==================== reg_scoreboard
### config.mk
export PLATFORM = sky130hd
export DESIGN_NAME = reg_scoreboard
export DESIGN_NICKNAME = d
export VERILOG_FILES = /design/src/rtl/reg_scoreboard.sv
export SDC_FILE = /design/constraint.sdc
export NUM_CORES = 1
export LEC_CHECK = 0
export CAP_MARGIN = 20
export CORE_UTILIZATION = 50
export CTS_CLUSTER_SIZE = 25
export DETAILED_ROUTE_END_ITERATION = 8
export PLACE_DENSITY_LB_ADDON = 0.3
export SLEW_MARGIN = 5
export SYNTH_ARGS = -nofsm -noshare
export SYNTH_HDL_FRONTEND = slang
export SYNTH_SLANG_ARGS = --single-unit
### constraint.sdc
create_clock -name clock -period 7.2 [get_ports clock]
set_clock_uncertainty 0.15 [all_clocks]
set_input_delay 0.72 -clock clock [delete_from_list [all_inputs] [get_ports clock]]
set_output_delay 0.72 -clock clock [all_outputs]
set_load 0.01 [all_outputs]
### src/rtl/reg_scoreboard.sv
// In-order register scoreboard: tracks the rd of every in-flight instruction from
// ID to WB and raises the ID stall on RAW hazards against rs1/rs2 or on queue-full.
module reg_scoreboard #(
   parameter int DEPTH = 4,
   parameter int PTR_W = 2
) (
   input  logic             clock,
   input  logic             reset,
   input  logic             issue_valid,
   input  logic [6:0]       issue_opcode,
   input  logic [4:0]       issue_rs1,
   input  logic [4:0]       issue_rs2,
   input  logic [4:0]       issue_rd,
   input  logic             issue_regWrite,
   input  logic             retire_valid,
   input  logic             flush,
   input  logic [1:0]       flush_count,
   output logic             stall,
   output logic             full,
   output logic [PTR_W:0]   count,
   output logic [31:0]      busy_mask
);

   localparam logic [6:0] OP_R      = 7'b0110011;
   localparam logic [6:0] OP_I      = 7'b0010011;
   localparam logic [6:0] OP_STORE  = 7'b0100011;
   localparam logic [6:0] OP_LOAD   = 7'b0000011;
   localparam logic [6:0] OP_BRANCH = 7'b1100011;
   localparam logic [6:0] OP_JALR   = 7'b1100111;

   logic [PTR_W-1:0] head_q, head_d;
   logic [PTR_W-1:0] tail_q, tail_d;
   logic [PTR_W:0]   count_q, count_d;
   logic             full_q, full_d;
   logic [DEPTH-1:0] we_q, we_d;
   logic [4:0]       rd_q [DEPTH];
   logic [4:0]       rd_d [DEPTH];

   logic             rd1_s, rd2_s, hazard_s, stall_s, accept_s, pop_s;
   logic [31:0]      busy_s;
   logic [PTR_W:0]   count_ret_s, fc_ext_s, drop_n_s;

   // Source-operand read enables decoded from the issuing opcode.
   always_comb begin
      rd1_s = 1'b0;
      rd2_s = 1'b0;
      case (issue_opcode)
         OP_R, OP_STORE, OP_BRANCH: begin
            rd1_s = 1'b1;
            rd2_s = 1'b1;
         end
         OP_I, OP_LOAD, OP_JALR: begin
            rd1_s = 1'b1;
            rd2_s = 1'b0;
         end
         default: begin
            rd1_s = 1'b0;
            rd2_s = 1'b0;
         end
      endcase
   end

   // Busy mask from entry registers; invalid entries always hold we=0.
   always_comb begin
      busy_s = 32'd0;
      for (int i = 0; i < DEPTH; i++) begin
         busy_s[rd_q[i]] = busy_s[rd_q[i]] | we_q[i];
      end
   end

   assign busy_mask = {busy_s[31:1], 1'b0};
   assign hazard_s  = (rd1_s & (issue_rs1 != 5'd0) & busy_mask[issue_rs1]) |
                      (rd2_s & (issue_rs2 != 5'd0) & busy_mask[issue_rs2]);
   assign stall_s   = issue_valid & ~flush & (hazard_s | full_q);
   assign accept_s  = issue_valid & ~stall_s & ~flush;
   assign pop_s     = retire_valid & (count_q != '0);
   assign stall     = stall_s;
   assign full      = full_q;
   assign count     = count_q;

   // Next state: retire pops first, flush trims what remains, issue pushes only without flush.
   always_comb begin
      logic [PTR_W-1:0] dist_v;
      dist_v      = '0;
      count_ret_s = count_q - {{PTR_W{1'b0}}, pop_s};
      fc_ext_s    = (PTR_W+1)'(flush_count);
      if (flush) begin
         drop_n_s = (fc_ext_s < count_ret_s) ? fc_ext_s : count_ret_s;
      end else begin
         drop_n_s = '0;
      end
      head_d  = head_q + PTR_W'(pop_s);
      tail_d  = tail_q - drop_n_s[PTR_W-1:0] + PTR_W'(accept_s);
      count_d = count_ret_s - drop_n_s + (PTR_W+1)'(accept_s);
      full_d  = (count_d == (PTR_W+1)'(DEPTH));
      we_d    = we_q;
      rd_d    = rd_q;
      we_d[head_q] = we_q[head_q] & ~pop_s;
      for (int i = 0; i < DEPTH; i++) begin
         dist_v  = tail_q - PTR_W'(i);
         we_d[i] = we_d[i] & ~((dist_v != '0) & ({1'b0, dist_v} <= drop_n_s));
      end
      we_d[tail_q] = accept_s ? (issue_regWrite & (issue_rd != 5'd0)) : we_d[tail_q];
      rd_d[tail_q] = accept_s ? issue_rd : rd_q[tail_q];
   end

   // State registers with synchronous reset.
   always_ff @(posedge clock) begin
      if (reset) begin
         head_q  <= '0;
         tail_q  <= '0;
         count_q <= '0;
         full_q  <= 1'b0;
         we_q    <= '0;
         for (int i = 0; i < DEPTH; i++) begin
            rd_q[i] <= 5'd0;
         end
      end else begin
         head_q  <= head_d;
         tail_q  <= tail_d;
         count_q <= count_d;
         full_q  <= full_d;
         we_q    <= we_d;
         for (int i = 0; i < DEPTH; i++) begin
            rd_q[i] <= rd_d[i];
         end
      end
   end

endmodule

reg_scoreboard, cell classes on the final placement:
Scale: 4 px per um.
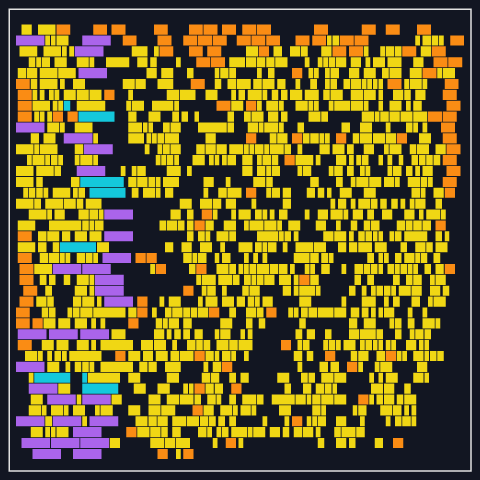
- purple: registers (cells 32)
- orange: remaining buffers and delay cells (cells 111)
- cyan: clock drivers and dummy loads (cells 8)
- yellow: remaining logic cells (cells 869)
post-route cell area: 0.00748 mm^2
core area: 0.0122 mm^2
fraction of area in registers: 8.57%

==> results.py <==
# Auto-generated metrics
metrics = {
    "clock_network": {
        "cts_htree_levels": 2,
    },
    "global_route": {
        "met2_usage_pct": 64.7,
        "antenna_found_initial": 0,
        "busiest_layer": "met2",
        "use_met1_pct": 55.2,
        "grt_pass1_wl_um": 42200,
    },
    "power_and_ir_drop": {
        "peakVddDrop_mv": 0.344,
        "p_clk_uw": 238,
        "internal-power_mw": 1.06,
        "comb_power_share_pct": 72.6,
    },
    "placed_design": {
        "hpwl_um": 21400,
        "numPortBuffers": 65,
        "gp_congestion": 1.11,
    },
    "critical_path": {
        "r2r_slack_ns": 0.34,
        "endpoint": "stall",
        "critical_path.cell_chain": "or3b_4 > o2111ai_1 > o311ai_1 > a211o_1 > o2111a_1 > a211oi_2 > a31oi_1 > and2_1 > a2111o_1 > a211oi_4 > a2111oi_0 > a311o_1 > a221oi_2 > o21a_2 > nor2_1 > clkdlybuf4s50_1",
        "reg2reg_from": "rd_q[12]$_SDFFE_PP0P_",
        "cp.required_ns": 6.33,
        "r2r-end": "full$_SDFF_PP0_",
        "critPathBufInv": 1,
        "crit_cells": 16,
        "cp_max_fo": 17,
    },
    "route": {
        "route.detailed.drc": 0,
        "drt_iter0_drc": 1530,
        "wirelength_um": 27500,
        "ant_nets": 0,
        "wl_per_cell_um": 23.2,
    },
    "min_path": {
        "hp-start": "head_q[1]$_SDFF_PP0_",
        "hold_depth": 2,
    },
    "synthesis": {
        "synth.largest_area_cell": "dfxtp_1",
        "syn_area_per_cell_um2": 6.55,
        "synth_cells": 976,
        "ys_async_sr_fraction_pct": 0,
        "syn_area_mm2": 0.00639,
    },
    "final_layout": {
        "postLayoutCoreUtil_pct": 61.2,
        "largest_reg_flops": 20,
        "drive_above_1_share_pct": 8.82,
        "largest-register": "rd_q",
        "final_common_cell": "nor2_1",
    },
    "sta": {
        "finalHoldViolCount": 0,
        "worst_hold_slack_ns": 0.435,
        "fin_ws_ns": 0.242,
    },
    "run": {
        "drv_cap": 0,
        "warnings": 33,
    },
    "outcome": {
        "outcome": "complete, no violations",
    },
}
==> cells by family after synthesis <==
logic type	Yosys count	synth area share, %
other	1	0.0587
and+or+nand+nor	429	32.5
buffers and inverters	110	6.77
adders and majority gates	21	4.23
xor gates and xnor gates	19	2.60
muxes	16	3.76
AOI/OAI and AO/OA	348	40.1
DFF	32	10.0
==> layout make-up <==
type	instances	area, um^2
inverters	35	131
repair buffers	111	996
multi-input cells	834	5340
clock inverters	2	35.0
clock buffers	6	129
flip-flops and latches	32	641
fillers	1216	4730
well taps	168	210

==================== piezo_sound_ctrl
piezo_sound_ctrl, cell classes on the final placement:
Scale: 6 px per um.
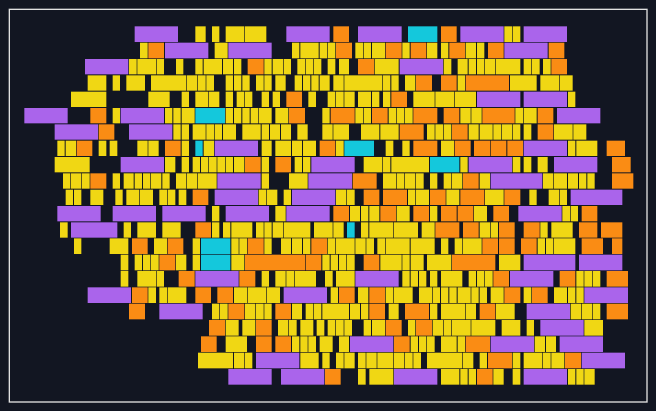
piezo_sound_ctrl, where the registers sit:
Scale: 4 px per um. Other sequential cells in the stronger gray, the rest of the logic in the fainter gray.
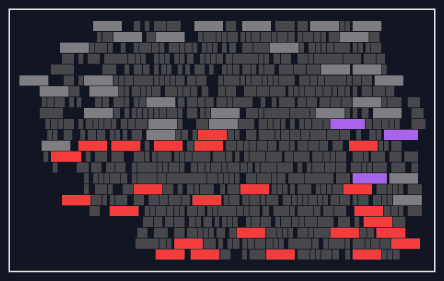
--- config.mk ---
export PLATFORM = sky130hd
export DESIGN_NAME = piezo_sound_ctrl
export DESIGN_NICKNAME = d
export VERILOG_FILES = /design/src/rtl/piezo_sound_ctrl.sv
export SDC_FILE = /design/constraint.sdc
export NUM_CORES = 1
export LEC_CHECK = 0
export ABC_AREA = 1
export ABC_CLOCK_PERIOD_IN_PS = 1600
export CORE_ASPECT_RATIO = 0.6
export CORE_MARGIN = 2
export CORE_UTILIZATION = 50
export CTS_BUF_LIST = sky130_fd_sc_hd__clkbuf_8
export DETAILED_ROUTE_END_ITERATION = 8
export PLACE_DENSITY = 0.78
export SETUP_SLACK_MARGIN = 0.02
export SLEW_MARGIN = 20
export SYNTH_ARGS = -nofsm -noshare
export SYNTH_HDL_FRONTEND = slang
export SYNTH_SLANG_ARGS = --single-unit
export TNS_END_PERCENT = 30
--- constraint.sdc ---
create_clock -name clk -period 1.6 [get_ports clk]
set_input_delay 0.48 -clock clk [delete_from_list [all_inputs] [get_ports clk]]
set_output_delay 0.48 -clock clk [all_outputs]
set_load 0.01 [all_outputs]
--- src/rtl/piezo_sound_ctrl.sv ---
// Piezo buzzer sound sequencer: fire rise plays one tone.
// Hit rise plays two descending notes with a silent gap between them.
module piezo_sound_ctrl #(
  parameter int CNT_W     = 24,
  parameter int FIRE_HALF = 12000,
  parameter int HIT1_HALF = 9556,
  parameter int HIT2_HALF = 19112,
  parameter int NOTE_LEN  = 5000000,
  parameter int GAP_LEN   = 1250000
) (
  input  logic       clk,
  input  logic       rst,
  input  logic       fire,
  input  logic       hit,
  input  logic       en,
  output logic       piezo,
  output logic       busy,
  output logic [2:0] state_o
);

  typedef enum logic [2:0] {
    ST_IDLE = 3'd0,
    ST_FIRE = 3'd1,
    ST_HIT1 = 3'd2,
    ST_GAP  = 3'd3,
    ST_HIT2 = 3'd4
  } state_t;

  localparam logic [CNT_W-1:0] FIRE_LAST = CNT_W'(FIRE_HALF - 1);
  localparam logic [CNT_W-1:0] HIT1_LAST = CNT_W'(HIT1_HALF - 1);
  localparam logic [CNT_W-1:0] HIT2_LAST = CNT_W'(HIT2_HALF - 1);
  localparam logic [CNT_W-1:0] NOTE_LAST = CNT_W'(NOTE_LEN - 1);
  localparam logic [CNT_W-1:0] GAP_LAST  = CNT_W'(GAP_LEN - 1);

  state_t           state_r;
  state_t           state_next_s;
  logic [CNT_W-1:0] dur_cnt_r;
  logic [CNT_W-1:0] half_cnt_r;
  logic             tone_r;
  logic             fire_d_r;
  logic             hit_d_r;
  logic             piezo_r;
  logic             busy_r;
  logic             fire_rise_s;
  logic             hit_rise_s;
  logic             entry_s;
  logic             expire_s;
  logic             tone_state_s;
  logic [CNT_W-1:0] dur_last_s;
  logic [CNT_W-1:0] half_last_s;

  assign fire_rise_s = fire & ~fire_d_r;
  assign hit_rise_s  = hit & ~hit_d_r;
  assign expire_s    = (state_r != ST_IDLE) && (dur_cnt_r == dur_last_s);

  // Per-state duration and half-period limits
  always_comb begin
    dur_last_s   = {CNT_W{1'b0}};
    half_last_s  = {CNT_W{1'b0}};
    tone_state_s = 1'b0;
    case (state_r)
      ST_FIRE: begin
        dur_last_s   = NOTE_LAST;
        half_last_s  = FIRE_LAST;
        tone_state_s = 1'b1;
      end
      ST_HIT1: begin
        dur_last_s   = NOTE_LAST;
        half_last_s  = HIT1_LAST;
        tone_state_s = 1'b1;
      end
      ST_GAP: begin
        dur_last_s   = GAP_LAST;
      end
      ST_HIT2: begin
        dur_last_s   = NOTE_LAST;
        half_last_s  = HIT2_LAST;
        tone_state_s = 1'b1;
      end
      default: begin
        dur_last_s   = {CNT_W{1'b0}};
      end
    endcase
  end

  // Next-state selection; a rise always (re)enters its target state
  always_comb begin
    state_next_s = state_r;
    entry_s      = 1'b0;
    if (hit_rise_s) begin
      state_next_s = ST_HIT1;
      entry_s      = 1'b1;
    end else if (fire_rise_s && (state_r == ST_IDLE || state_r == ST_FIRE)) begin
      state_next_s = ST_FIRE;
      entry_s      = 1'b1;
    end else if (expire_s) begin
      entry_s = 1'b1;
      case (state_r)
        ST_HIT1: state_next_s = ST_GAP;
        ST_GAP:  state_next_s = ST_HIT2;
        default: state_next_s = ST_IDLE;
      endcase
    end else begin
      state_next_s = state_r;
    end
  end

  // State, counters, tone and registered outputs
  always_ff @(posedge clk) begin
    if (rst) begin
      state_r    <= ST_IDLE;
      dur_cnt_r  <= {CNT_W{1'b0}};
      half_cnt_r <= {CNT_W{1'b0}};
      tone_r     <= 1'b0;
      fire_d_r   <= fire;
      hit_d_r    <= hit;
      piezo_r    <= 1'b0;
      busy_r     <= 1'b0;
    end else begin
      fire_d_r <= fire;
      hit_d_r  <= hit;
      state_r  <= state_next_s;
      busy_r   <= (state_next_s != ST_IDLE);
      piezo_r  <= tone_r & en & tone_state_s;
      if (entry_s) begin
        dur_cnt_r  <= {CNT_W{1'b0}};
        half_cnt_r <= {CNT_W{1'b0}};
        tone_r     <= 1'b0;
      end else if (state_r != ST_IDLE) begin
        dur_cnt_r <= dur_cnt_r + CNT_W'(1);
        if (tone_state_s) begin
          if (half_cnt_r == half_last_s) begin
            half_cnt_r <= {CNT_W{1'b0}};
            tone_r     <= ~tone_r;
          end else begin
            half_cnt_r <= half_cnt_r + CNT_W'(1);
          end
        end
      end
    end
  end

  assign piezo   = piezo_r;
  assign busy    = busy_r;
  assign state_o = state_r;

endmodule

==> results.py <==
# Auto-generated metrics
metrics = {
    "power_and_ir_drop": {
        "fin_total_pwr_mw": 3.78,
        "p_switching_mw": 1.33,
        "p_clk_uw": 827,
        "comb_power_mw": 1.46,
        "internal-power_mw": 2.45,
    },
    "synthesis": {
        "ys_sh_mux_pct": 0,
        "top_cell_area_share_pct": 35.9,
        "fp_nets": 484,
    },
    "min_path": {
        "hold_depth": 2,
    },
    "route": {
        "drt_iter0_drc": 497,
        "wl_met2_um": 4580,
        "vias": 3821,
    },
    "outcome": {
        "violations": "setup timing",
        "outcome": "complete, but fails checks",
    },
    "sta": {
        "fin_ws_ns": -0.241,
        "worst_hold_slack_ns": 0.481,
        "worst_pin_slew_ns": 0.432,
        "slew_violations": 0,
        "finalHoldViolCount": 0,
        "setup_viol": 53,
        "setup_tns_ns": -8.71,
    },
    "final_layout": {
        "fillCellCount": 400,
    },
    "global_route": {
        "grt_max_degree": 16,
        "groute.layer.met3.usage_pct": 6.94,
        "antenna_found_initial": 0,
        "gr-total-overflow": 0,
    },
    "critical_path": {
        "critical_path.cell_chain": "nor2_4 > nand2_4 > buf_6 > buf_6 > xor2_2 > nand3_1 > nor3_2 > nand2_2 > nand2_4 > nor2_1",
        "crit_family": "simple AND/OR/NAND/NOR gates",
        "crit_cells": 10,
    },
    "placed_design": {
        "numPortBuffers": 9,
    },
    "clock_network": {
        "clk_latency_ns": 0.33,
    },
}
About 'cell classes on the final placement' of piezo_sound_ctrl:
- purple: registers (cells 56)
- cyan: clock drivers and dummy loads (cells 8)
- yellow: remaining logic cells (cells 417)
- orange: remaining buffers and delay cells (cells 111)
fraction of area in registers: 25.3%
row cnt: 22

About 'where the registers sit' of piezo_sound_ctrl:
- purple: state_o (sequential cells 3)
- red: dur_cnt_r (sequential cells 24)
P_seq: 1.49 mW
register area: 0.00113 mm^2

-- flip-flops by register name, summed over array words and instances (netlist names) --
register    count
hit_d_r         1
busy            1
half_cnt_r     24
piezo           1
state_o         3
dur_cnt_r      24
tone_r          1
fire_d_r        1
-- area by class of cell --
type	instances	area, um^2	share of cell area (%)
timing repair buffer	111	941	21.0
clock inverter	2	7.51	0.167
clock buffer	6	82.6	1.84
sequential	56	1130	25.3
multi-input combinational	347	1950	43.4
tap	84	105	2.34
inverter	70	270	6.02


==> screenshots <==
Signal wires on met3.
image #1
Scale: 3 px per um. Cells faint in the background.
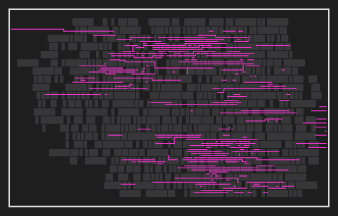
image #2
Scale: 2 px per um. Cells faint in the background.
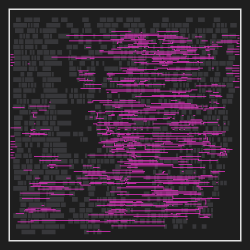
image #2: reg_scoreboard
image #1: piezo_sound_ctrl

Power is estimated from default activity; no workload was simulated.
